=== decode_stage_flat ===
### The metal 3 layer, decode_stage_flat

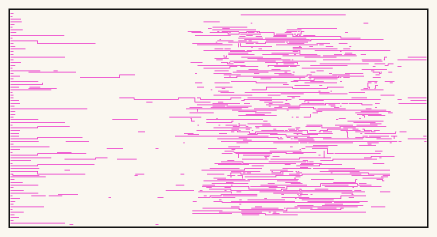

## config.mk

```make
export PLATFORM = sky130hd
export DESIGN_NAME = decode_stage_flat
export DESIGN_NICKNAME = d
export VERILOG_FILES = /design/src/rtl/decode_stage_pkg.sv /design/src/rtl/decode_stage_if.sv /design/src/rtl/decode_stage_regfile.sv /design/src/rtl/decode_stage.sv /design/src/flat_wrapper.sv
export SDC_FILE = /design/constraint.sdc
export NUM_CORES = 1
export LEC_CHECK = 0
export ABC_AREA = 1
export CAP_MARGIN = 0
export CORE_ASPECT_RATIO = 0.5
export CORE_MARGIN = 4
export CORE_UTILIZATION = 52
export DETAILED_ROUTE_END_ITERATION = 6
export PLACE_DENSITY = 0.82
export REMOVE_ABC_BUFFERS = 1
export SLEW_MARGIN = 20
export SYNTH_ARGS = -nofsm -noshare
export SYNTH_HDL_FRONTEND = slang
export SYNTH_SLANG_ARGS = --single-unit
```

## constraint.sdc

```tcl
create_clock -name clk -period 2.1 [get_ports clk]
set_input_delay 0.42 -clock clk [delete_from_list [all_inputs] [get_ports clk]]
set_output_delay 0.42 -clock clk [all_outputs]
set_load 0.01 [all_outputs]
```

## src/rtl/decode_stage_pkg.sv

```systemverilog
// Shared decode definitions: opcode values, the NOP encoding, register-index
// width and small field helpers used by the decode stage and its register file.
package decode_stage_pkg;

    localparam int REG_IDX_W = 3;
    localparam int NUM_REGS  = 1 << REG_IDX_W;
    localparam int DATA_W    = 16;

    typedef logic [REG_IDX_W-1:0] reg_idx_t;
    typedef logic [DATA_W-1:0]    word_t;
    typedef logic [3:0]           opcode_t;

    localparam opcode_t OP_HALT = 4'h0;
    localparam opcode_t OP_RETI = 4'h3;
    localparam opcode_t OP_LD   = 4'h8;
    localparam opcode_t OP_ST   = 4'h9;
    localparam opcode_t OP_NOP  = 4'hF;

    localparam word_t NOP_INSTR = 16'hF000;

    // rs is read by everything except halt, interrupt return and nop.
    function automatic logic uses_rs(input opcode_t op);
        return !(op == OP_HALT || op == OP_RETI || op == OP_NOP);
    endfunction

    // rt is only read by the register-register / load / store group 4..9.
    function automatic logic uses_rt(input opcode_t op);
        return (op >= 4'h4) && (op <= OP_ST);
    endfunction

    // Short (6-bit) immediate below the load opcode, long (9-bit) from it up.
    function automatic word_t sext_imm(input opcode_t op, input logic [8:0] raw);
        word_t r;
        if (op < OP_LD)
            r = {{10{raw[5]}}, raw[5:0]};
        else
            r = {{7{raw[8]}}, raw[8:0]};
        return r;
    endfunction

endpackage

```

## src/rtl/decode_stage_if.sv

```systemverilog
// Fetch/write-back/execute side signals of the decode stage grouped as one bus.
// slave = decode stage side, master = the environment driving it.
interface decode_stage_if;
    import decode_stage_pkg::*;

    // from fetch
    word_t    instr;
    word_t    PC;
    word_t    PCPlus1;
    // redirect / flush sources
    logic     jorb;
    logic     int_ack;
    // register-file write port
    logic     wb_en;
    reg_idx_t wb_reg;
    word_t    wb_data;
    // load in EX, for load-use detection
    logic     ex_memRead;
    reg_idx_t ex_rd;

    // decode results
    logic     id_valid;
    word_t    id_instr;
    word_t    id_PC;
    word_t    id_PCPlus1;
    word_t    rs_data;
    word_t    rt_data;
    word_t    imm;
    logic     ldStall;
    word_t    ldStallPC;
    logic     halt;
    word_t    haltPC;

    modport slave (
        input  instr, PC, PCPlus1, jorb, int_ack,
        input  wb_en, wb_reg, wb_data, ex_memRead, ex_rd,
        output id_valid, id_instr, id_PC, id_PCPlus1,
        output rs_data, rt_data, imm, ldStall, ldStallPC, halt, haltPC
    );

    modport master (
        output instr, PC, PCPlus1, jorb, int_ack,
        output wb_en, wb_reg, wb_data, ex_memRead, ex_rd,
        input  id_valid, id_instr, id_PC, id_PCPlus1,
        input  rs_data, rt_data, imm, ldStall, ldStallPC, halt, haltPC
    );

endinterface

```

## src/rtl/decode_stage_regfile.sv

```systemverilog
// 8x16 register file: two combinational read ports with write-through bypass,
// one write port, R0 hard-wired to zero.
module regfile8x16
    import decode_stage_pkg::*;
(
    input  logic     clk,
    input  logic     rst,
    input  logic     we,
    input  reg_idx_t waddr,
    input  word_t    wdata,
    input  reg_idx_t raddr_a,
    output word_t    rdata_a,
    input  reg_idx_t raddr_b,
    output word_t    rdata_b
);

    word_t regs [NUM_REGS];

    // Storage update; R0 is never written so it stays at its reset value.
    always_ff @(posedge clk) begin
        if (rst) begin
            for (int i = 0; i < NUM_REGS; i++)
                regs[i] <= '0;
        end else if (we && (waddr != '0)) begin
            regs[waddr] <= wdata;
        end
    end

    // Read ports: R0 reads zero, a same-cycle write to the index is forwarded.
    always_comb begin
        rdata_a = '0;
        rdata_b = '0;
        if (raddr_a != '0)
            rdata_a = (we && waddr == raddr_a) ? wdata : regs[raddr_a];
        if (raddr_b != '0)
            rdata_b = (we && waddr == raddr_b) ? wdata : regs[raddr_b];
    end

endmodule

```

## src/rtl/decode_stage.sv

```systemverilog
// Decode stage: IF/ID latch with hold/flush, register read, immediate
// extraction, load-use hazard detection and sticky halt capture.
module decode_stage
    import decode_stage_pkg::*;
(
    input  logic          clk,
    input  logic          rst,
    decode_stage_if.slave bus
);

    logic  id_valid_q;
    word_t id_instr_q;
    word_t id_pc_q;
    word_t id_pc_plus1_q;
    logic  halt_q;
    word_t halt_pc_q;

    opcode_t  op;
    reg_idx_t rs_idx;
    reg_idx_t rt_idx;
    logic     flush;
    logic     hazard_rs;
    logic     hazard_rt;
    logic     ld_stall;
    logic     halt_hit;

    assign op     = id_instr_q[15:12];
    assign rs_idx = id_instr_q[8:6];
    assign rt_idx = id_instr_q[5:3];
    assign flush  = bus.jorb | bus.int_ack;

    // Load-use hazard: the load in EX targets a register this instruction reads.
    always_comb begin
        hazard_rs = uses_rs(op) && (rs_idx == bus.ex_rd);
        hazard_rt = uses_rt(op) && (rt_idx == bus.ex_rd);
        ld_stall  = id_valid_q && bus.ex_memRead && (bus.ex_rd != '0)
                    && (hazard_rs || hazard_rt);
    end

    assign halt_hit = id_valid_q && (op == OP_HALT) && !halt_q;

    // Halt capture: sticky once a valid halt instruction sits in the latch.
    always_ff @(posedge clk) begin
        if (rst) begin
            halt_q    <= 1'b0;
            halt_pc_q <= '0;
        end else if (halt_hit) begin
            halt_q    <= 1'b1;
            halt_pc_q <= id_pc_q;
        end
    end

    // IF/ID latch: reset > halted freeze > flush > load-use hold > capture.
    always_ff @(posedge clk) begin
        if (rst) begin
            id_valid_q    <= 1'b0;
            id_instr_q    <= NOP_INSTR;
            id_pc_q       <= '0;
            id_pc_plus1_q <= '0;
        end else if (halt_q || halt_hit) begin
            // contents frozen, nothing further is issued
            id_valid_q <= 1'b0;
        end else if (flush) begin
            id_valid_q    <= 1'b0;
            id_instr_q    <= NOP_INSTR;
            id_pc_q       <= bus.PC;
            id_pc_plus1_q <= bus.PCPlus1;
        end else if (!ld_stall) begin
            id_valid_q    <= 1'b1;
            id_instr_q    <= bus.instr;
            id_pc_q       <= bus.PC;
            id_pc_plus1_q <= bus.PCPlus1;
        end
    end

    regfile8x16 u_regfile (
        .clk     (clk),
        .rst     (rst),
        .we      (bus.wb_en),
        .waddr   (bus.wb_reg),
        .wdata   (bus.wb_data),
        .raddr_a (rs_idx),
        .rdata_a (bus.rs_data),
        .raddr_b (rt_idx),
        .rdata_b (bus.rt_data)
    );

    assign bus.imm        = sext_imm(op, id_instr_q[8:0]);
    assign bus.id_valid   = id_valid_q;
    assign bus.id_instr   = id_instr_q;
    assign bus.id_PC      = id_pc_q;
    assign bus.id_PCPlus1 = id_pc_plus1_q;
    assign bus.ldStall    = ld_stall;
    assign bus.ldStallPC  = id_pc_q;
    assign bus.halt       = halt_q;
    assign bus.haltPC     = halt_pc_q;

endmodule
```

## src/flat_wrapper.sv

```systemverilog
// flat-port wrapper written by rule: the top's interface ports become plain ports
module decode_stage_flat import decode_stage_pkg::*;
  (clk, rst, bus_instr, bus_PC, bus_PCPlus1, bus_jorb, bus_int_ack, bus_wb_en, bus_wb_reg, bus_wb_data, bus_ex_memRead, bus_ex_rd, bus_id_valid, bus_id_instr, bus_id_PC, bus_id_PCPlus1, bus_rs_data, bus_rt_data, bus_imm, bus_ldStall, bus_ldStallPC, bus_halt, bus_haltPC);
  decode_stage_if bus_i ();
  input  logic clk;
  input  logic rst;
  input wire logic [$bits(bus_i.instr)-1:0] bus_instr;
  input wire logic [$bits(bus_i.PC)-1:0] bus_PC;
  input wire logic [$bits(bus_i.PCPlus1)-1:0] bus_PCPlus1;
  input wire logic [$bits(bus_i.jorb)-1:0] bus_jorb;
  input wire logic [$bits(bus_i.int_ack)-1:0] bus_int_ack;
  input wire logic [$bits(bus_i.wb_en)-1:0] bus_wb_en;
  input wire logic [$bits(bus_i.wb_reg)-1:0] bus_wb_reg;
  input wire logic [$bits(bus_i.wb_data)-1:0] bus_wb_data;
  input wire logic [$bits(bus_i.ex_memRead)-1:0] bus_ex_memRead;
  input wire logic [$bits(bus_i.ex_rd)-1:0] bus_ex_rd;
  output wire logic [$bits(bus_i.id_valid)-1:0] bus_id_valid;
  output wire logic [$bits(bus_i.id_instr)-1:0] bus_id_instr;
  output wire logic [$bits(bus_i.id_PC)-1:0] bus_id_PC;
  output wire logic [$bits(bus_i.id_PCPlus1)-1:0] bus_id_PCPlus1;
  output wire logic [$bits(bus_i.rs_data)-1:0] bus_rs_data;
  output wire logic [$bits(bus_i.rt_data)-1:0] bus_rt_data;
  output wire logic [$bits(bus_i.imm)-1:0] bus_imm;
  output wire logic [$bits(bus_i.ldStall)-1:0] bus_ldStall;
  output wire logic [$bits(bus_i.ldStallPC)-1:0] bus_ldStallPC;
  output wire logic [$bits(bus_i.halt)-1:0] bus_halt;
  output wire logic [$bits(bus_i.haltPC)-1:0] bus_haltPC;
  assign bus_i.instr = bus_instr;
  assign bus_i.PC = bus_PC;
  assign bus_i.PCPlus1 = bus_PCPlus1;
  assign bus_i.jorb = bus_jorb;
  assign bus_i.int_ack = bus_int_ack;
  assign bus_i.wb_en = bus_wb_en;
  assign bus_i.wb_reg = bus_wb_reg;
  assign bus_i.wb_data = bus_wb_data;
  assign bus_i.ex_memRead = bus_ex_memRead;
  assign bus_i.ex_rd = bus_ex_rd;
  assign bus_id_valid = bus_i.id_valid;
  assign bus_id_instr = bus_i.id_instr;
  assign bus_id_PC = bus_i.id_PC;
  assign bus_id_PCPlus1 = bus_i.id_PCPlus1;
  assign bus_rs_data = bus_i.rs_data;
  assign bus_rt_data = bus_i.rt_data;
  assign bus_imm = bus_i.imm;
  assign bus_ldStall = bus_i.ldStall;
  assign bus_ldStallPC = bus_i.ldStallPC;
  assign bus_halt = bus_i.halt;
  assign bus_haltPC = bus_i.haltPC;
  decode_stage u_core (.clk(clk), .rst(rst), .bus(bus_i));
endmodule
```

=== ad_cfg_seq ===
## config.mk

```make
export PLATFORM = sky130hd
export DESIGN_NAME = ad_cfg_seq
export DESIGN_NICKNAME = d
export VERILOG_FILES = /design/src/rtl/ad_cfg_seq.sv
export SDC_FILE = /design/constraint.sdc
export NUM_CORES = 1
export LEC_CHECK = 0
export ABC_AREA = 0
export CAP_MARGIN = 20
export CORE_MARGIN = 10
export CORE_UTILIZATION = 40
export CTS_BUF_LIST = sky130_fd_sc_hd__clkbuf_8 sky130_fd_sc_hd__clkbuf_16
export CTS_CLUSTER_DIAMETER = 60
export CTS_CLUSTER_SIZE = 40
export DETAILED_ROUTE_END_ITERATION = 12
export GPL_TIMING_DRIVEN = 0
export PLACE_DENSITY_LB_ADDON = 0.25
export SYNTH_ARGS = -nofsm -noshare
export SYNTH_HDL_FRONTEND = slang
export SYNTH_SLANG_ARGS = --single-unit
export TNS_END_PERCENT = 5
```

## constraint.sdc

```tcl
create_clock -name i_clk -period 2.69 [get_ports i_clk]
set_input_delay 0.807 -clock i_clk [delete_from_list [all_inputs] [get_ports i_clk]]
set_output_delay 0.807 -clock i_clk [all_outputs]
set_load 0.02 [all_outputs]
```

## src/rtl/ad_cfg_seq.sv

```systemverilog
// ad_cfg_seq: walks a {addr,data} register table and issues one write request per
// entry, spacing requests so each downstream SPI frame finishes before the next.
module ad_cfg_seq #(
    parameter int NUM_REGS   = 16,
    parameter int IDX_W      = 5,
    parameter int GAP_CYCLES = 64,
    parameter int PWR_DLY    = 1000,
    parameter bit AUTO_START = 1'b1
) (
    input  logic             i_clk,
    input  logic             i_rst,
    input  logic             i_start,
    output logic [IDX_W-1:0] o_tbl_idx,
    input  logic [5:0]       i_tbl_addr,
    input  logic [7:0]       i_tbl_data,
    output logic             o_wr_en,
    output logic [5:0]       o_addr,
    output logic [7:0]       o_data,
    output logic             o_busy,
    output logic             o_done
);

    typedef enum logic [2:0] {
        ST_IDLE     = 3'd0,
        ST_PWR_WAIT = 3'd1,
        ST_FETCH    = 3'd2,
        ST_ISSUE    = 3'd3,
        ST_GAP      = 3'd4,
        ST_DONE     = 3'd5
    } state_t;

    localparam logic [IDX_W-1:0] LAST_IDX = IDX_W'(NUM_REGS - 1);
    // With PWR_DLY=0 this wraps to all-ones, but PWR_WAIT is then never entered.
    localparam logic [19:0]      PWR_LAST = 20'(PWR_DLY - 1);
    localparam logic [9:0]       GAP_LAST = 10'(GAP_CYCLES - 1);
    localparam bit               HAS_PWR  = (PWR_DLY > 0);

    state_t           r_state;
    state_t           w_state_nxt;
    logic [IDX_W-1:0] r_cnt;
    logic [19:0]      r_pwr_cnt;
    logic [9:0]       r_gap_cnt;
    logic             r_wr_en;
    logic [5:0]       r_addr;
    logic [7:0]       r_data;
    logic             r_busy;
    logic             r_done;
    logic             r_auto;
    logic             w_accept;
    logic             w_issue;
    logic             w_finish;
    logic             w_advance;
    logic             w_pwr_exp;
    logic             w_gap_exp;

    assign w_pwr_exp = (r_pwr_cnt == PWR_LAST);
    assign w_gap_exp = (r_gap_cnt == GAP_LAST);

    // State register.
    always_ff @(posedge i_clk) begin
        if (i_rst) begin
            r_state <= ST_IDLE;
        end else begin
            r_state <= w_state_nxt;
        end
    end

    // Next-state decode and one-cycle control strobes for the datapath.
    always_comb begin
        w_state_nxt = r_state;
        w_accept    = 1'b0;
        w_issue     = 1'b0;
        w_finish    = 1'b0;
        w_advance   = 1'b0;
        case (r_state)
            ST_IDLE, ST_DONE: begin
                // r_auto only survives the first post-reset cycle, which is always IDLE.
                if (i_start || r_auto) begin
                    w_accept = 1'b1;
                    if (HAS_PWR) begin
                        w_state_nxt = ST_PWR_WAIT;
                    end else begin
                        w_state_nxt = ST_FETCH;
                    end
                end else begin
                    w_state_nxt = r_state;
                end
            end
            ST_PWR_WAIT: begin
                if (w_pwr_exp) begin
                    w_state_nxt = ST_FETCH;
                end else begin
                    w_state_nxt = ST_PWR_WAIT;
                end
            end
            ST_FETCH: begin
                w_state_nxt = ST_ISSUE;
            end
            ST_ISSUE: begin
                w_issue     = 1'b1;
                w_state_nxt = ST_GAP;
            end
            ST_GAP: begin
                if (w_gap_exp && (r_cnt == LAST_IDX)) begin
                    w_finish    = 1'b1;
                    w_state_nxt = ST_DONE;
                end else if (w_gap_exp) begin
                    w_advance   = 1'b1;
                    w_state_nxt = ST_FETCH;
                end else begin
                    w_state_nxt = ST_GAP;
                end
            end
            default: begin
                w_state_nxt = ST_IDLE;
            end
        endcase
    end

    // Datapath: entry count, delay counters, write request and status flags.
    always_ff @(posedge i_clk) begin
        if (i_rst) begin
            r_cnt     <= '0;
            r_pwr_cnt <= 20'd0;
            r_gap_cnt <= 10'd0;
            r_wr_en   <= 1'b0;
            r_addr    <= 6'd0;
            r_data    <= 8'd0;
            r_busy    <= 1'b0;
            r_done    <= 1'b0;
            r_auto    <= AUTO_START;
        end else begin
            r_auto  <= 1'b0;
            r_wr_en <= w_issue;
            if (w_issue) begin
                r_addr <= i_tbl_addr;
                r_data <= i_tbl_data;
            end else begin
                r_addr <= r_addr;
                r_data <= r_data;
            end
            if (w_accept) begin
                r_cnt  <= '0;
                r_busy <= 1'b1;
                r_done <= 1'b0;
            end else if (w_finish) begin
                r_busy <= 1'b0;
                r_done <= 1'b1;
            end else if (w_advance) begin
                r_cnt <= r_cnt + {{(IDX_W-1){1'b0}}, 1'b1};
            end else begin
                r_cnt <= r_cnt;
            end
            if ((r_state == ST_PWR_WAIT) && !w_pwr_exp) begin
                r_pwr_cnt <= r_pwr_cnt + 20'd1;
            end else begin
                r_pwr_cnt <= 20'd0;
            end
            // The wr_en cycle is the first GAP cycle, so the gap is counted from it.
            if ((r_state == ST_GAP) && !w_gap_exp) begin
                r_gap_cnt <= r_gap_cnt + 10'd1;
            end else begin
                r_gap_cnt <= 10'd0;
            end
        end
    end

    assign o_tbl_idx = r_cnt;
    assign o_wr_en   = r_wr_en;
    assign o_addr    = r_addr;
    assign o_data    = r_data;
    assign o_busy    = r_busy;
    assign o_done    = r_done;

endmodule

```

=== md_io_port_flat ===
File: src/rtl/md_io_port_if.sv
// ============================================================================
//  Module      : md_io_port_if
//  Description : 68k-side bus bundle for the controller/expansion I/O port
//                block: arbiter I/O select, latched address/strobe/data and
//                the read data return path.
//  Revision    : 1.0  initial release
// ============================================================================
`default_nettype none

interface md_io_port_if;
   logic       IO;      // active-low I/O select from the arbiter (async)
   logic [3:0] VA_i;    // 68k address bits 4:1
   logic       RW_i;    // 1 = read, 0 = write
   logic       LDS_i;   // active-low lower data strobe
   logic [7:0] VD_i;    // write data, 68k bits 7:0
   logic [7:0] VD_o;    // read data
   logic       VD_oe;   // read data output enable

   // Port block side
   modport slave (
      input  IO, VA_i, RW_i, LDS_i, VD_i,
      output VD_o, VD_oe
   );

   // Bus master / arbiter side
   modport master (
      output IO, VA_i, RW_i, LDS_i, VD_i,
      input  VD_o, VD_oe
   );
endinterface

`default_nettype wire

File: src/rtl/md_io_port.sv
// ============================================================================
//  Module      : md_io_port
//  Description : Memory-mapped I/O port block at 0xA10000-0xA1001F. Version
//                register, three 7-bit bidirectional ports with per-bit
//                direction, and a TH falling-edge interrupt request (HL).
//                Bus termination stays in the arbiter; this block decodes,
//                latches and drives data only.
//  Revision    : 1.0  initial release
// ============================================================================
`default_nettype none

module md_io_port #(
   parameter logic       OVERSEAS = 1'b1,   // version bit 7
   parameter logic       PAL      = 1'b0,   // version bit 6
   parameter logic [3:0] VERSION  = 4'h0    // version bits 3:0
) (
   input  logic        MCLK,
   input  logic        SRES,
   md_io_port_if.slave bus,
   input  logic [6:0]  PA_i,
   input  logic [6:0]  PB_i,
   input  logic [6:0]  PC_i,
   output logic [6:0]  PA_o,
   output logic [6:0]  PB_o,
   output logic [6:0]  PC_o,
   output logic [6:0]  PA_oe,
   output logic [6:0]  PB_oe,
   output logic [6:0]  PC_oe,
   input  logic        DISK,
   output logic        HL
);

   // Access sequencer: one EXEC cycle per IO fall, then DRIVE while a read
   // is being returned.
   localparam logic [1:0] ST_IDLE  = 2'd0;
   localparam logic [1:0] ST_EXEC  = 2'd1;
   localparam logic [1:0] ST_DRIVE = 2'd2;

   localparam int NPORT = 3;

   // ---------------------------------------------------------------------
   // State
   // ---------------------------------------------------------------------
   logic                   io_s1_q,   io_s1_d;
   logic                   io_s2_q,   io_s2_d;
   logic                   io_prev_q, io_prev_d;
   logic [1:0]             vld_q,     vld_d;     // sync pipeline holds real samples
   logic                   armed_q,   armed_d;   // IO seen high since reset
   logic [NPORT-1:0][6:0]  pin_s1_q,  pin_s1_d;
   logic [NPORT-1:0][6:0]  pin_s2_q,  pin_s2_d;
   logic [NPORT-1:0]       th_prev_q, th_prev_d;
   logic                   disk_s1_q, disk_s1_d;
   logic                   disk_s2_q, disk_s2_d;

   logic [1:0]             state_q,   state_d;
   logic [3:0]             va_q,      va_d;
   logic                   rw_q,      rw_d;
   logic                   lds_q,     lds_d;
   logic [7:0]             wd_q,      wd_d;

   logic [NPORT-1:0][7:0]  data_q,    data_d;
   logic [NPORT-1:0][7:0]  ctrl_q,    ctrl_d;
   logic [NPORT-1:0]       pend_q,    pend_d;
   logic [7:0]             vd_o_q,    vd_o_d;

   // ---------------------------------------------------------------------
   // Combinational helpers
   // ---------------------------------------------------------------------
   logic [NPORT-1:0][6:0]  w_pins;
   logic                   w_start;
   logic                   w_exec;
   logic                   w_wr;
   logic [7:0]             w_rd_data;
   logic [NPORT-1:0]       w_th_fall;
   logic [NPORT-1:0]       w_pend_clr;

   assign w_pins = {PC_i, PB_i, PA_i};

   // A falling edge of the synced select only counts once IO has really
   // been observed high after reset; this stops a select that is still low
   // at reset release from being taken as a fresh access.
   assign w_start = armed_q & io_prev_q & ~io_s2_q;
   assign w_exec  = (state_q == ST_EXEC);
   assign w_wr    = w_exec & ~rw_q & ~lds_q;

   // Read mux for the latched address; port input bits come from the synced pins
   always_comb begin
      w_rd_data = 8'h00;
      if (va_q == 4'h0) begin
         w_rd_data = {OVERSEAS, PAL, ~disk_s2_q, 1'b0, VERSION};
      end
      for (int p = 0; p < NPORT; p++) begin
         if (va_q == 4'(p + 1)) begin
            w_rd_data = {data_q[p][7],
                         (ctrl_q[p][6:0] & data_q[p][6:0]) |
                         (~ctrl_q[p][6:0] & pin_s2_q[p])};
         end
      end
   end

   // TH falling-edge detect and pending-flag clear conditions per port
   always_comb begin
      w_th_fall  = '0;
      w_pend_clr = '0;
      for (int p = 0; p < NPORT; p++) begin
         w_th_fall[p]  = ctrl_q[p][7] & ~ctrl_q[p][6] &
                         th_prev_q[p] & ~pin_s2_q[p][6];
         w_pend_clr[p] = (w_exec & rw_q & (va_q == 4'(p + 1))) |
                         (w_wr & (va_q == 4'(p + 4)) & ~wd_q[7]);
      end
   end

   // Next-state logic: synchronizers, access sequencer, registers, interrupts
   always_comb begin
      io_s1_d   = bus.IO;
      io_s2_d   = io_s1_q;
      io_prev_d = io_s2_q;
      vld_d     = {vld_q[0], 1'b1};
      armed_d   = armed_q | (vld_q[1] & io_s2_q);
      pin_s1_d  = w_pins;
      pin_s2_d  = pin_s1_q;
      disk_s1_d = DISK;
      disk_s2_d = disk_s1_q;
      for (int p = 0; p < NPORT; p++) begin
         th_prev_d[p] = pin_s2_q[p][6];
      end

      state_d = state_q;
      va_d    = va_q;
      rw_d    = rw_q;
      lds_d   = lds_q;
      wd_d    = wd_q;
      data_d  = data_q;
      ctrl_d  = ctrl_q;
      vd_o_d  = vd_o_q;

      case (state_q)
         ST_EXEC: begin
            if (rw_q) begin
               vd_o_d  = w_rd_data;
               state_d = ST_DRIVE;
            end else begin
               state_d = ST_IDLE;
            end
         end
         ST_DRIVE: begin
            if (io_s2_q) begin
               state_d = ST_IDLE;
            end
         end
         default: begin
            state_d = ST_IDLE;
         end
      endcase

      // Registers at 0x7-0xF and the version register ignore writes
      if (w_wr) begin
         for (int p = 0; p < NPORT; p++) begin
            if (va_q == 4'(p + 1)) begin
               data_d[p] = wd_q;
            end
            if (va_q == 4'(p + 4)) begin
               ctrl_d[p] = wd_q;
            end
         end
      end

      // Edge detection uses ctrl as it was before any same-cycle write;
      // a new edge beats a same-cycle clear.
      for (int p = 0; p < NPORT; p++) begin
         pend_d[p] = w_th_fall[p] | (pend_q[p] & ~w_pend_clr[p]);
      end

      // Bus inputs are captured on the start cycle itself
      if (w_start) begin
         va_d    = bus.VA_i;
         rw_d    = bus.RW_i;
         lds_d   = bus.LDS_i;
         wd_d    = bus.VD_i;
         state_d = ST_EXEC;
      end
   end

   // State registers with synchronous active-low reset; synchronizers reset high
   always_ff @(posedge MCLK) begin
      if (!SRES) begin
         io_s1_q   <= 1'b1;
         io_s2_q   <= 1'b1;
         io_prev_q <= 1'b1;
         vld_q     <= 2'b00;
         armed_q   <= 1'b0;
         pin_s1_q  <= '1;
         pin_s2_q  <= '1;
         th_prev_q <= '1;
         disk_s1_q <= 1'b1;
         disk_s2_q <= 1'b1;
         state_q   <= ST_IDLE;
         va_q      <= 4'h0;
         rw_q      <= 1'b1;
         lds_q     <= 1'b1;
         wd_q      <= 8'h00;
         data_q    <= '0;
         ctrl_q    <= '0;
         pend_q    <= '0;
         vd_o_q    <= 8'h00;
      end else begin
         io_s1_q   <= io_s1_d;
         io_s2_q   <= io_s2_d;
         io_prev_q <= io_prev_d;
         vld_q     <= vld_d;
         armed_q   <= armed_d;
         pin_s1_q  <= pin_s1_d;
         pin_s2_q  <= pin_s2_d;
         th_prev_q <= th_prev_d;
         disk_s1_q <= disk_s1_d;
         disk_s2_q <= disk_s2_d;
         state_q   <= state_d;
         va_q      <= va_d;
         rw_q      <= rw_d;
         lds_q     <= lds_d;
         wd_q      <= wd_d;
         data_q    <= data_d;
         ctrl_q    <= ctrl_d;
         pend_q    <= pend_d;
         vd_o_q    <= vd_o_d;
      end
   end

   // ---------------------------------------------------------------------
   // Outputs
   // ---------------------------------------------------------------------
   assign bus.VD_o  = vd_o_q;
   // Drops combinationally on the first cycle the synced select is high
   assign bus.VD_oe = (state_q == ST_DRIVE) & ~io_s2_q;

   assign PA_o  = data_q[0][6:0];
   assign PB_o  = data_q[1][6:0];
   assign PC_o  = data_q[2][6:0];
   assign PA_oe = ctrl_q[0][6:0];
   assign PB_oe = ctrl_q[1][6:0];
   assign PC_oe = ctrl_q[2][6:0];

   assign HL = ~(|pend_q);

endmodule

`default_nettype wire

File: src/flat_wrapper.sv
// flat-port wrapper written by rule: the top's interface ports become plain ports
module md_io_port_flat 
#(
   parameter logic       OVERSEAS = 1'b1,                   
   parameter logic       PAL      = 1'b0,                   
   parameter logic [3:0] VERSION  = 4'h0                       
)
  (MCLK, SRES, PA_i, PB_i, PC_i, PA_o, PB_o, PC_o, PA_oe, PB_oe, PC_oe, DISK, HL, bus_IO, bus_VA_i, bus_RW_i, bus_LDS_i, bus_VD_i, bus_VD_o, bus_VD_oe);
  md_io_port_if bus_i ();
  input  logic MCLK;
  input  logic SRES;
  input  logic [6:0] PA_i;
  input  logic [6:0] PB_i;
  input  logic [6:0] PC_i;
  output logic [6:0] PA_o;
  output logic [6:0] PB_o;
  output logic [6:0] PC_o;
  output logic [6:0] PA_oe;
  output logic [6:0] PB_oe;
  output logic [6:0] PC_oe;
  input  logic DISK;
  output logic HL;
  input wire logic [$bits(bus_i.IO)-1:0] bus_IO;
  input wire logic [$bits(bus_i.VA_i)-1:0] bus_VA_i;
  input wire logic [$bits(bus_i.RW_i)-1:0] bus_RW_i;
  input wire logic [$bits(bus_i.LDS_i)-1:0] bus_LDS_i;
  input wire logic [$bits(bus_i.VD_i)-1:0] bus_VD_i;
  output wire logic [$bits(bus_i.VD_o)-1:0] bus_VD_o;
  output wire logic [$bits(bus_i.VD_oe)-1:0] bus_VD_oe;
  assign bus_i.IO = bus_IO;
  assign bus_i.VA_i = bus_VA_i;
  assign bus_i.RW_i = bus_RW_i;
  assign bus_i.LDS_i = bus_LDS_i;
  assign bus_i.VD_i = bus_VD_i;
  assign bus_VD_o = bus_i.VD_o;
  assign bus_VD_oe = bus_i.VD_oe;
  md_io_port #(.OVERSEAS(OVERSEAS), .PAL(PAL), .VERSION(VERSION)) u_core (.MCLK(MCLK), .SRES(SRES), .bus(bus_i), .PA_i(PA_i), .PB_i(PB_i), .PC_i(PC_i), .PA_o(PA_o), .PB_o(PB_o), .PC_o(PC_o), .PA_oe(PA_oe), .PB_oe(PB_oe), .PC_oe(PC_oe), .DISK(DISK), .HL(HL));
endmodule
File: config.mk
export PLATFORM = sky130hd
export DESIGN_NAME = md_io_port_flat
export DESIGN_NICKNAME = d
export VERILOG_FILES = /design/src/rtl/md_io_port_if.sv /design/src/rtl/md_io_port.sv /design/src/flat_wrapper.sv
export SDC_FILE = /design/constraint.sdc
export NUM_CORES = 1
export LEC_CHECK = 0
export ABC_AREA = 1
export CORE_MARGIN = 2
export CORE_UTILIZATION = 52
export DETAILED_ROUTE_END_ITERATION = 8
export GPL_TIMING_DRIVEN = 0
export PLACE_DENSITY = 0.8
export RECOVER_POWER = 100
export SLEW_MARGIN = 40
export SYNTH_ARGS = -nofsm -noshare
export SYNTH_HDL_FRONTEND = slang
export SYNTH_SLANG_ARGS = --single-unit
File: constraint.sdc
create_clock -name MCLK -period 1.83 [get_ports MCLK]
set_clock_uncertainty 0.1 [all_clocks]
set_input_delay 0.2745 -clock MCLK [delete_from_list [all_inputs] [get_ports MCLK]]
set_output_delay 0.2745 -clock MCLK [all_outputs]
set_load 0.005 [all_outputs]
=== sb_slot_manager ===
$ cat config.mk
export PLATFORM = sky130hd
export DESIGN_NAME = sb_slot_manager
export DESIGN_NICKNAME = d
export VERILOG_FILES = /design/src/rtl/sb_slot_manager.sv
export SDC_FILE = /design/constraint.sdc
export NUM_CORES = 1
export LEC_CHECK = 0
export CAP_MARGIN = 30
export CORE_ASPECT_RATIO = 0.7
export CORE_MARGIN = 2
export CORE_UTILIZATION = 63
export CTS_CLUSTER_DIAMETER = 100
export CTS_CLUSTER_SIZE = 16
export DETAILED_ROUTE_END_ITERATION = 16
export HOLD_SLACK_MARGIN = 0.08
export PLACE_DENSITY = 0.92
export SKIP_LAST_GASP = 1
export SYNTH_ARGS = -nofsm -noshare
export SYNTH_HDL_FRONTEND = slang
export SYNTH_SLANG_ARGS = --single-unit
$ cat constraint.sdc
create_clock -name clk -period 7.8 [get_ports clk]
set_input_delay 1.17 -clock clk [delete_from_list [all_inputs] [get_ports clk]]
set_output_delay 1.17 -clock clk [all_outputs]
set_load 0.005 [all_outputs]
$ cat src/rtl/sb_slot_manager.sv
// sb_slot_manager: 8-slot store buffer with in-order drain to memory.
// Stores are allocated into the lowest free slot. A small order queue of
// slot IDs records allocation order, so memory sees stores in issue order.
// Optional feature macro: SB_FLUSH_EN adds flush_i, which discards every
// buffered entry.
module sb_slot_manager #(
   parameter int ADDR_W = 32,
   parameter int DATA_W = 32
) (
   input  logic              clk,
   input  logic              rst,
`ifdef SB_FLUSH_EN
   input  logic              flush_i,
`endif
   input  logic              st_valid_i,
   input  logic [ADDR_W-1:0] st_addr_i,
   input  logic [DATA_W-1:0] st_data_i,
   output logic              st_ready_o,
   output logic              mem_valid_o,
   output logic [ADDR_W-1:0] mem_addr_o,
   output logic [DATA_W-1:0] mem_data_o,
   input  logic              mem_ready_i,
   output logic              full_o,
   output logic              empty_o,
   output logic [3:0]        count_o
);

   logic [7:0]        slot_valid;
   logic [ADDR_W-1:0] slot_addr [8];
   logic [DATA_W-1:0] slot_data [8];
   logic [2:0]        order_q   [8];
   logic [2:0]        head;
   logic [2:0]        tail;
   logic [3:0]        count;
   logic [2:0]        alloc_slot;
   logic              accept;
   logic              drain;
   logic              flush;

`ifdef SB_FLUSH_EN
   assign flush = flush_i;
`else
   assign flush = 1'b0;
`endif

   // A full buffer never accepts, even when a drain frees a slot on the same edge.
   assign st_ready_o  = (count < 4'd8) && !flush;
   assign mem_valid_o = (count != 4'd0);
   assign accept      = st_valid_i && st_ready_o;
   assign drain       = mem_valid_o && mem_ready_i;

   assign full_o  = (count == 4'd8);
   assign empty_o = (count == 4'd0);
   assign count_o = count;

   // Oldest entry is the slot named at the head of the order queue.
   assign mem_addr_o = slot_addr[order_q[head]];
   assign mem_data_o = slot_data[order_q[head]];

   // Lowest-index free slot from the pre-edge mask; the head slot is still
   // marked valid, so a slot freed on this edge cannot be picked until the next.
   always_comb begin
      // NOTE: the default assignment before the loop keeps this purely
      // combinational; without it a full mask would leave alloc_slot unassigned
      // and infer a latch.
      alloc_slot = 3'd0;
      for (int i = 7; i >= 0; i--) begin
         if (!slot_valid[i]) alloc_slot = 3'(i);
      end
   end

   // Control state: valid mask, order-queue pointers and occupancy count.
   always_ff @(posedge clk or posedge rst) begin
      if (rst) begin
         slot_valid <= 8'd0;
         head       <= 3'd0;
         tail       <= 3'd0;
         count      <= 4'd0;
      end else if (flush) begin
         slot_valid <= 8'd0;
         head       <= 3'd0;
         tail       <= 3'd0;
         count      <= 4'd0;
      end else begin
         // NOTE: non-blocking assignments here so every read in this block
         // sees the pre-edge value, matching the hardware register behaviour.
         if (accept) begin
            slot_valid[alloc_slot] <= 1'b1;
            tail                   <= tail + 3'd1;
         end
         if (drain) begin
            slot_valid[order_q[head]] <= 1'b0;
            head                      <= head + 3'd1;
         end
         if (accept && !drain) begin
            count <= count + 4'd1;
         end else if (drain && !accept) begin
            count <= count - 4'd1;
         end
      end
   end

   // Slot payload and order queue: written on accept only.
   always_ff @(posedge clk) begin
      // NOTE: these arrays are deliberately not reset; the valid mask and count
      // decide which entries mean anything, so stale contents are harmless.
      if (accept) begin
         slot_addr[alloc_slot] <= st_addr_i;
         slot_data[alloc_slot] <= st_data_i;
         order_q[tail]         <= alloc_slot;
      end
   end

endmodule

### Cell area per tile, sb_slot_manager

The die is cut into 23 by 16 equal tiles; white is low, dark blue is high, 0 to 100% covered.
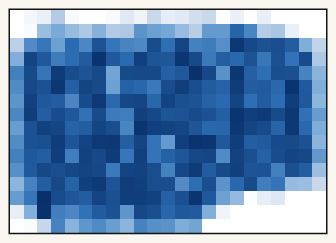
tiles over 75% full: 56%
mean over tiles: 67%
fullest tile: 100%
emptiest ninth of the die: bottom right

### The metal 3 layer, sb_slot_manager

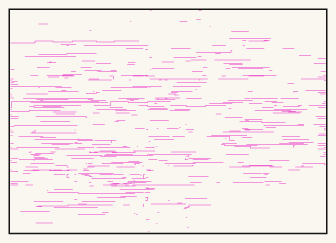
share of all routed wire: 9.4%
longest straight run: 62.6 um
wire length on this layer: 4640 um
nets with wire on the layer: 225
main direction: horizontal

==> metrics.csv, sb_slot_manager <==
stage,metric,value,unit
synthesis,ys flops,554,
setup_path,r2r setup slk,3.79,ns
synthesis,yosys stat area,21900,um^2
hold_path,Hold EP,tail[0],
setup_path,Setup crit end,mem_data_o[23],
placed_design,gpl congestion,0.828,
sta,Clock Skew,0.0170,ns
setup_path,RR Startpoint,count_o[3],
global_route,grt total ovfl,0,
global_route,GR peak layer,met2,
sta,Setup WS post-layout,1.91,ns
power,pwr dens,443,nW/um^2
final_layout,most frequent logic cells in the routed design,"edfxtp_1, nand2_1, clkdlybuf4s50_1, nand3_1, and3_1",
die,CORE AREA,34400,um^2
outcome,status,"finished, final reports clean",
global_route,vias in the first global route,13500,
setup_path,Setup crit start kind,register,
power,clock share of power,17.2,%
final_layout,Synth-to-Final Area Change,13.3,%
synthesis,"EDFF count, synth",536,
clock_tree,PostCTS Resize Cnt,0,
hold_path,worst hold path class,register to register,
final_layout,final core utilization,72.0,%
sta,Pins Over Slew Limit,0,
synthesis,yosys warning tally,0,
synthesis,Yosys top cell area share,73.5,%
setup_path,slowest cell delay on critical path,0.76,ns
-- sb_slot_manager: cells by family after synthesis --
kind of cell,share of synthesized area [%]
compound gates,6.48
fa+ha+maj,0.377
mux,1.65
flops,75.5
xor+xnor,0.320
simple gates,12.9
buf+inv,2.77
-- sb_slot_manager: layout make-up --
type                       count  area share, %
sequential                   554           66.7
multi-input combinational    888           19.6
tap                          472           2.38
antenna                        4         0.0403
clock inverter                 1         0.0353
clock buffer                  55           4.35
timing repair buffer         163           6.85
inverter                       7          0.106
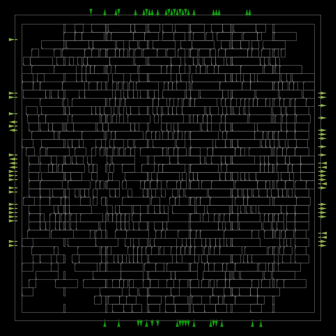
*Placement view, md_io_port_flat*
Filler cells: 673
num sequential: 128
CORE AREA: 9200 um^2
flop share of the area: 37.5%

### Ports around the boundary, md_io_port_flat

Pins as bars across the die edge, other pins in gray.
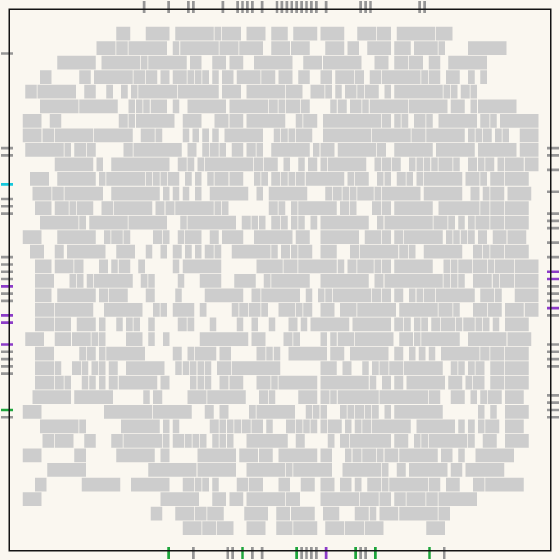
| port | color | pins | direction | edge |
|---|---|---|---|---|
| `PA_i` | green | 7 | input | 6 bottom, 1 left |
| `bus_IO` | cyan | 1 | input | left |
| `bus_VD_i` | purple | 8 | input | 4 left, 3 right, 1 bottom |

==> metrics.csv, md_io_port_flat <==
stage,metric,value,unit
sta,Slew headroom,61.5,%
setup_path,RR Startpoint,u_core.state_q[0],
synthesis,yosys warning tally,0,
sta,Final min period,1.80,ns
clock_tree,Root Driver,clkbuf_8,
die,Top Ports,91,
global_route,largest net degree at the start of global routing,17,
power,Top Consumer,the clock network,
global_route,Total GRT Usage,28.8,%
global_route,first-pass GRT wire length,22100,um
sta,measured slew at the worst slew-check pin,0.577,ns
power,Tot Pwr,6.44,mW
clock_tree,CTS tree,built,
power,pwr dens,939,nW/um^2
hold_path,Hold Crit Depth,1,
setup_path,r2r setup slk,0.07,ns
setup_path,slowest cell on the critical path,clkdlybuf4s50_1,
setup_path,CP Depth,2,
synthesis,"Distinct cells, synth",25,
detailed_routing,iteration count of the initial detailed-routing pass,5,
synthesis,Main logic family,simple AND/OR/NAND/NOR gates,
final_layout,Non-Filler Instances,879,
detailed_routing,total wire length,14200,um
power,Comb power frac,3.8,%
die,Rows,35,
clock_tree,Hold Buf Count CTS,0,
clock_tree,Worst-path clk slew,0.06,ns
synthesis,"mux frac, synth",0,%
outcome,status,"finished, final reports clean",
synthesis,Yosys top cell area share,52.4,%
[md_io_port_flat: per-layer routing]
layer	share of wire (%)	routed length [um]	track usage, %
met5	0	0	0
met4	1.8	257	10.1
met3	6.2	884	7.21
met2	53	7490	52.3
met1	39	5600	32.7
[md_io_port_flat: area by class of cell]
class | count | area share, %
buffer | 58 | 5.53
clock buffer | 17 | 6.04
clock inverter | 13 | 2.43
inverter | 45 | 2.57
multi-input combinational | 379 | 25.8
sequential | 128 | 37.5
tap | 111 | 2.03
timing repair buffer | 128 | 18.1
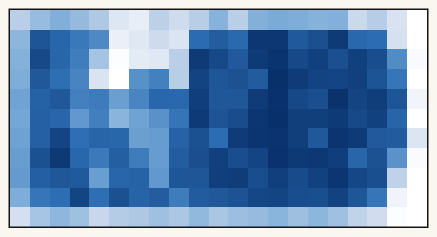
*Cell area per tile, decode_stage_flat*
The die is cut into 21 by 11 equal tiles; white is low, dark blue is high, 0 to 100% covered.
fullest tile: 100%
densest ninth of the die: middle
tiles over 75% full: 54%
nearly empty tiles: 4.3%

### Placement view, decode_stage_flat

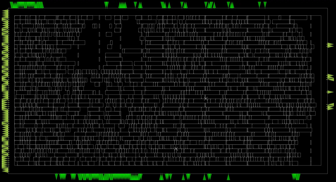
Non-Filler Instances: 1891
CORE AREA: 19600 um^2
Well Taps: 266
Filler cells: 1216
final core utilization: 76.9%

Notes on 'The metal 3 layer' of decode_stage_flat above:
nets with wire on the layer: 324
wire length on this layer: 6110 um
share of all routed wire: 15%

==> metrics.csv, decode_stage_flat <==
stage,metric,value,unit
synthesis,Yosys top cell area share,36.8,%
sta,"Setup violations, final",32,
clock_tree,postcts setup bufs,21,
die,Rows,36,
outcome,failing checks,"DRC, setup timing",
sta,Slew headroom,64.4,%
synthesis,"mux frac, synth",0,%
sta,Clock Skew,0.00925,ns
final_layout,Inserted Diodes,0,
final_layout,Top reg by flops,u_core.u_regfile.regs,
sta,Setup WS post-layout,-0.350,ns
placed_design,Placed Area,13200,um^2
final_layout,max reg flops,128,
outcome,status,"complete, but fails checks",
synthesis,synthesized area per cell,7.70,um^2
clock_tree,Root Driver,clkbuf_16,
detailed_routing,DRC viols,4,
die,die span in x,208,um
final_layout,mi-comb count,948,
sta,worst hold slack,0.488,ns
placed_design,Setup WS pre-CTS,-0.757,ns
hold_path,worst hold path class,register to register,
power,maximum vdd ir drop,632,uV
final_layout,flop share of the area,35.2,%
[decode_stage_flat: layer usage]
metal  vias to the layer above  share of wire (%)  wire length [um]  GRT usage [%]
met5                         -              0.031                13              0
met3                       235                 15              6110           9.68
met4                         2                5.7              2360           13.7
met2                      1034                 46             19100           56.3
li1                       4986                  -                 -              -
met1                      5291                 34             13900           39.7
### The metal 3 layer, ad_cfg_seq

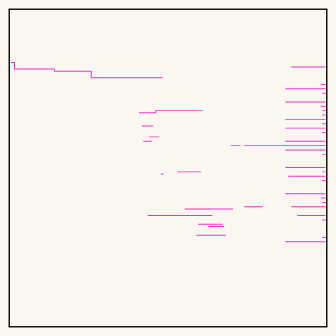
wire length on this layer: 337 um
nets with wire on the layer: 39
main direction: horizontal
share of all routed wire: 6.4%
longest straight run: 25.1 um

==> metrics.csv, ad_cfg_seq <==
stage,metric,value,unit
synthesis,Adders+Majority by Area,2.04,%
placed_design,Placed Area,2930,um^2
setup_path,CP Cell Sequence,ha_1 > and3_1 > ha_1 > or4b_4 > nor4_4 > mux2_2 > nor2_1,
synthesis,cell type with the largest total area,dfxtp_1,
setup_path,Most Frequent Cell on Critical Path,ha_1,
outcome,status,"finished, final reports clean",
hold_path,Hold Crit Depth,2,
final_layout,most frequent logic cells in the routed design,"dfxtp_1, nand2_1, nor2_1, clkdlybuf4s50_1",
clock_tree,Root Driver,clkbuf_8,
die,die span in x,98.3,um
placed_design,Setup WS pre-CTS,0.172,ns
setup_path,Critical Path Start,o_tbl_idx[0],
setup_path,R2R depth,7,
die,Top Ports,39,
sta,Clock Skew,0.00765,ns
final_layout,top cell class by occupied area,combinational gates,
global_route,M3 GR Usage,3.45,%
synthesis,ys flops,56,
global_route,Total GRT Usage,10.8,%
synthesis,Syn Inst Count,290,
final_layout,Data buffer area share,14.5,%
hold_path,Hold EP,o_data[7],
global_route,met1 track demand over resource,14.8,%
synthesis,largest cells by area after synthesis,"dfxtp_1, xnor2_1, nand2_1, nor2_1, a21oi_1",
sta,measured slew at the worst slew-check pin,0.592,ns
final_layout,Post-Layout Inst Area,3000,um^2
power,Tot Pwr,1.36,mW
synthesis,Post-Syn Area,2450,um^2
final_layout,Sequential cell area,1120,um^2
synthesis,most common cell in the synthesized netlist,dfxtp_1,
-- ad_cfg_seq: routing by layer --
layer / wire (um) / part of all wire [%] / vias to the layer above
li1: - / - / 1096
met1: 2740 / 52 / 943
met2: 2160 / 41 / 52
met3: 336 / 6.3 / 5
met4: 62 / 1.2 / 0
met5: 0 / 0 / -
-- ad_cfg_seq: where the power goes --
group / total (mW) / switching [mW] / internal (mW)
clock: 0.433 / 0.259 / 0.174
sequential: 0.844 / 0.00734 / 0.836
combinational: 0.0865 / 0.0446 / 0.0419
total: 1.36 / 0.311 / 1.05

==> screenshots <==
Clock wires, drivers and flops.
shot_01.png
The bar under the picture is 20 um long.
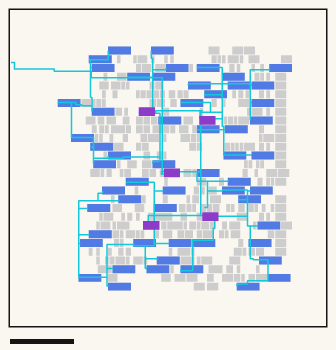
shot_02.png
The bar under the picture is 50 um long.
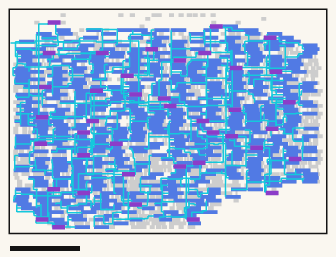
shot_03.png
The bar under the picture is 20 um long.
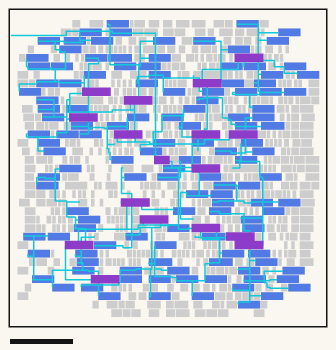
shot_04.png
The bar under the picture is 50 um long.
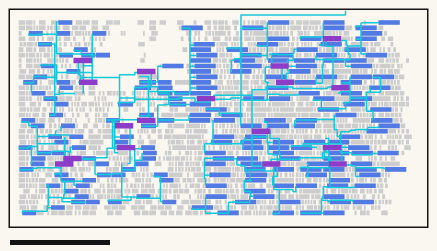
- most sequential cells: shot_02.png
- fewest sequential cells: shot_01.png
| from | picture |
|---|---|
| sb_slot_manager | shot_02.png |
| ad_cfg_seq | shot_01.png |
| decode_stage_flat | shot_04.png |
| md_io_port_flat | shot_03.png |



## Gallery

Ports around the boundary.
Pins as bars across the die edge, other pins in gray.
Plate I
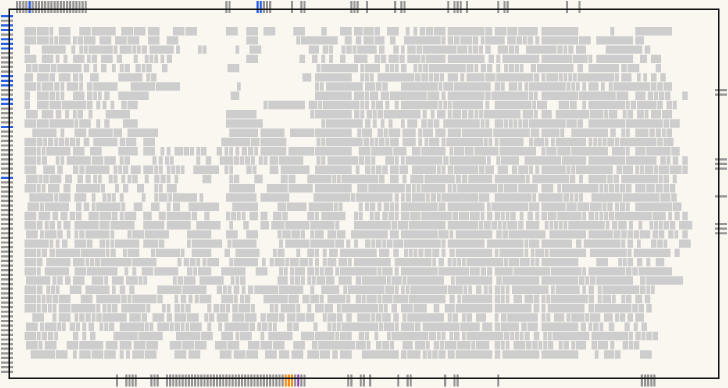
Plate II
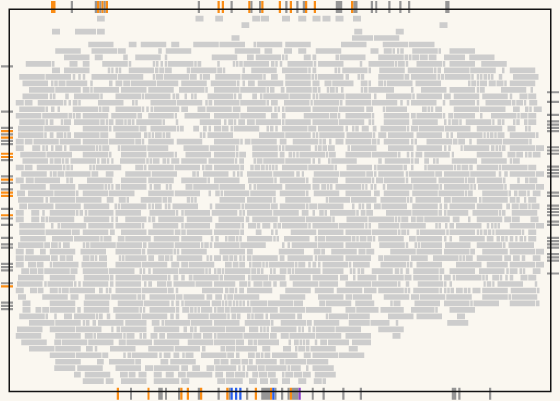
Plate III
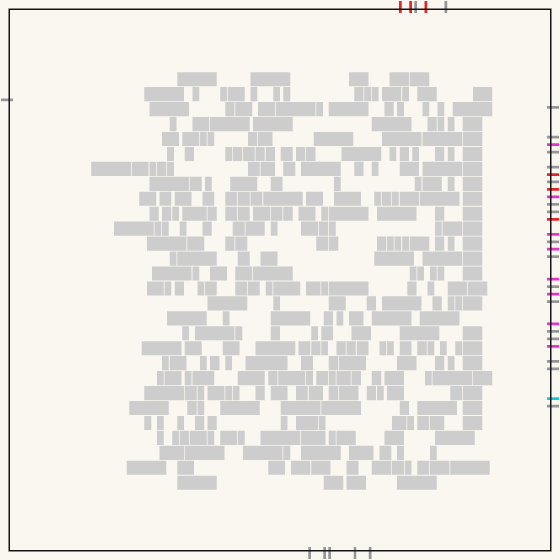
| picture | from |
|---|---|
| Plate I | decode_stage_flat |
| Plate II | sb_slot_manager |
| Plate III | ad_cfg_seq |

Key to Plate II:
| port | color | pins | direction | edge |
|---|---|---|---|---|
| `count_o` | blue | 4 | output | bottom |
| `rst` | purple | 1 | input | bottom |
| `mem_data_o` | orange | 32 | output | 14 top, 9 bottom, 9 left |

Power is estimated from default activity; no workload was simulated.
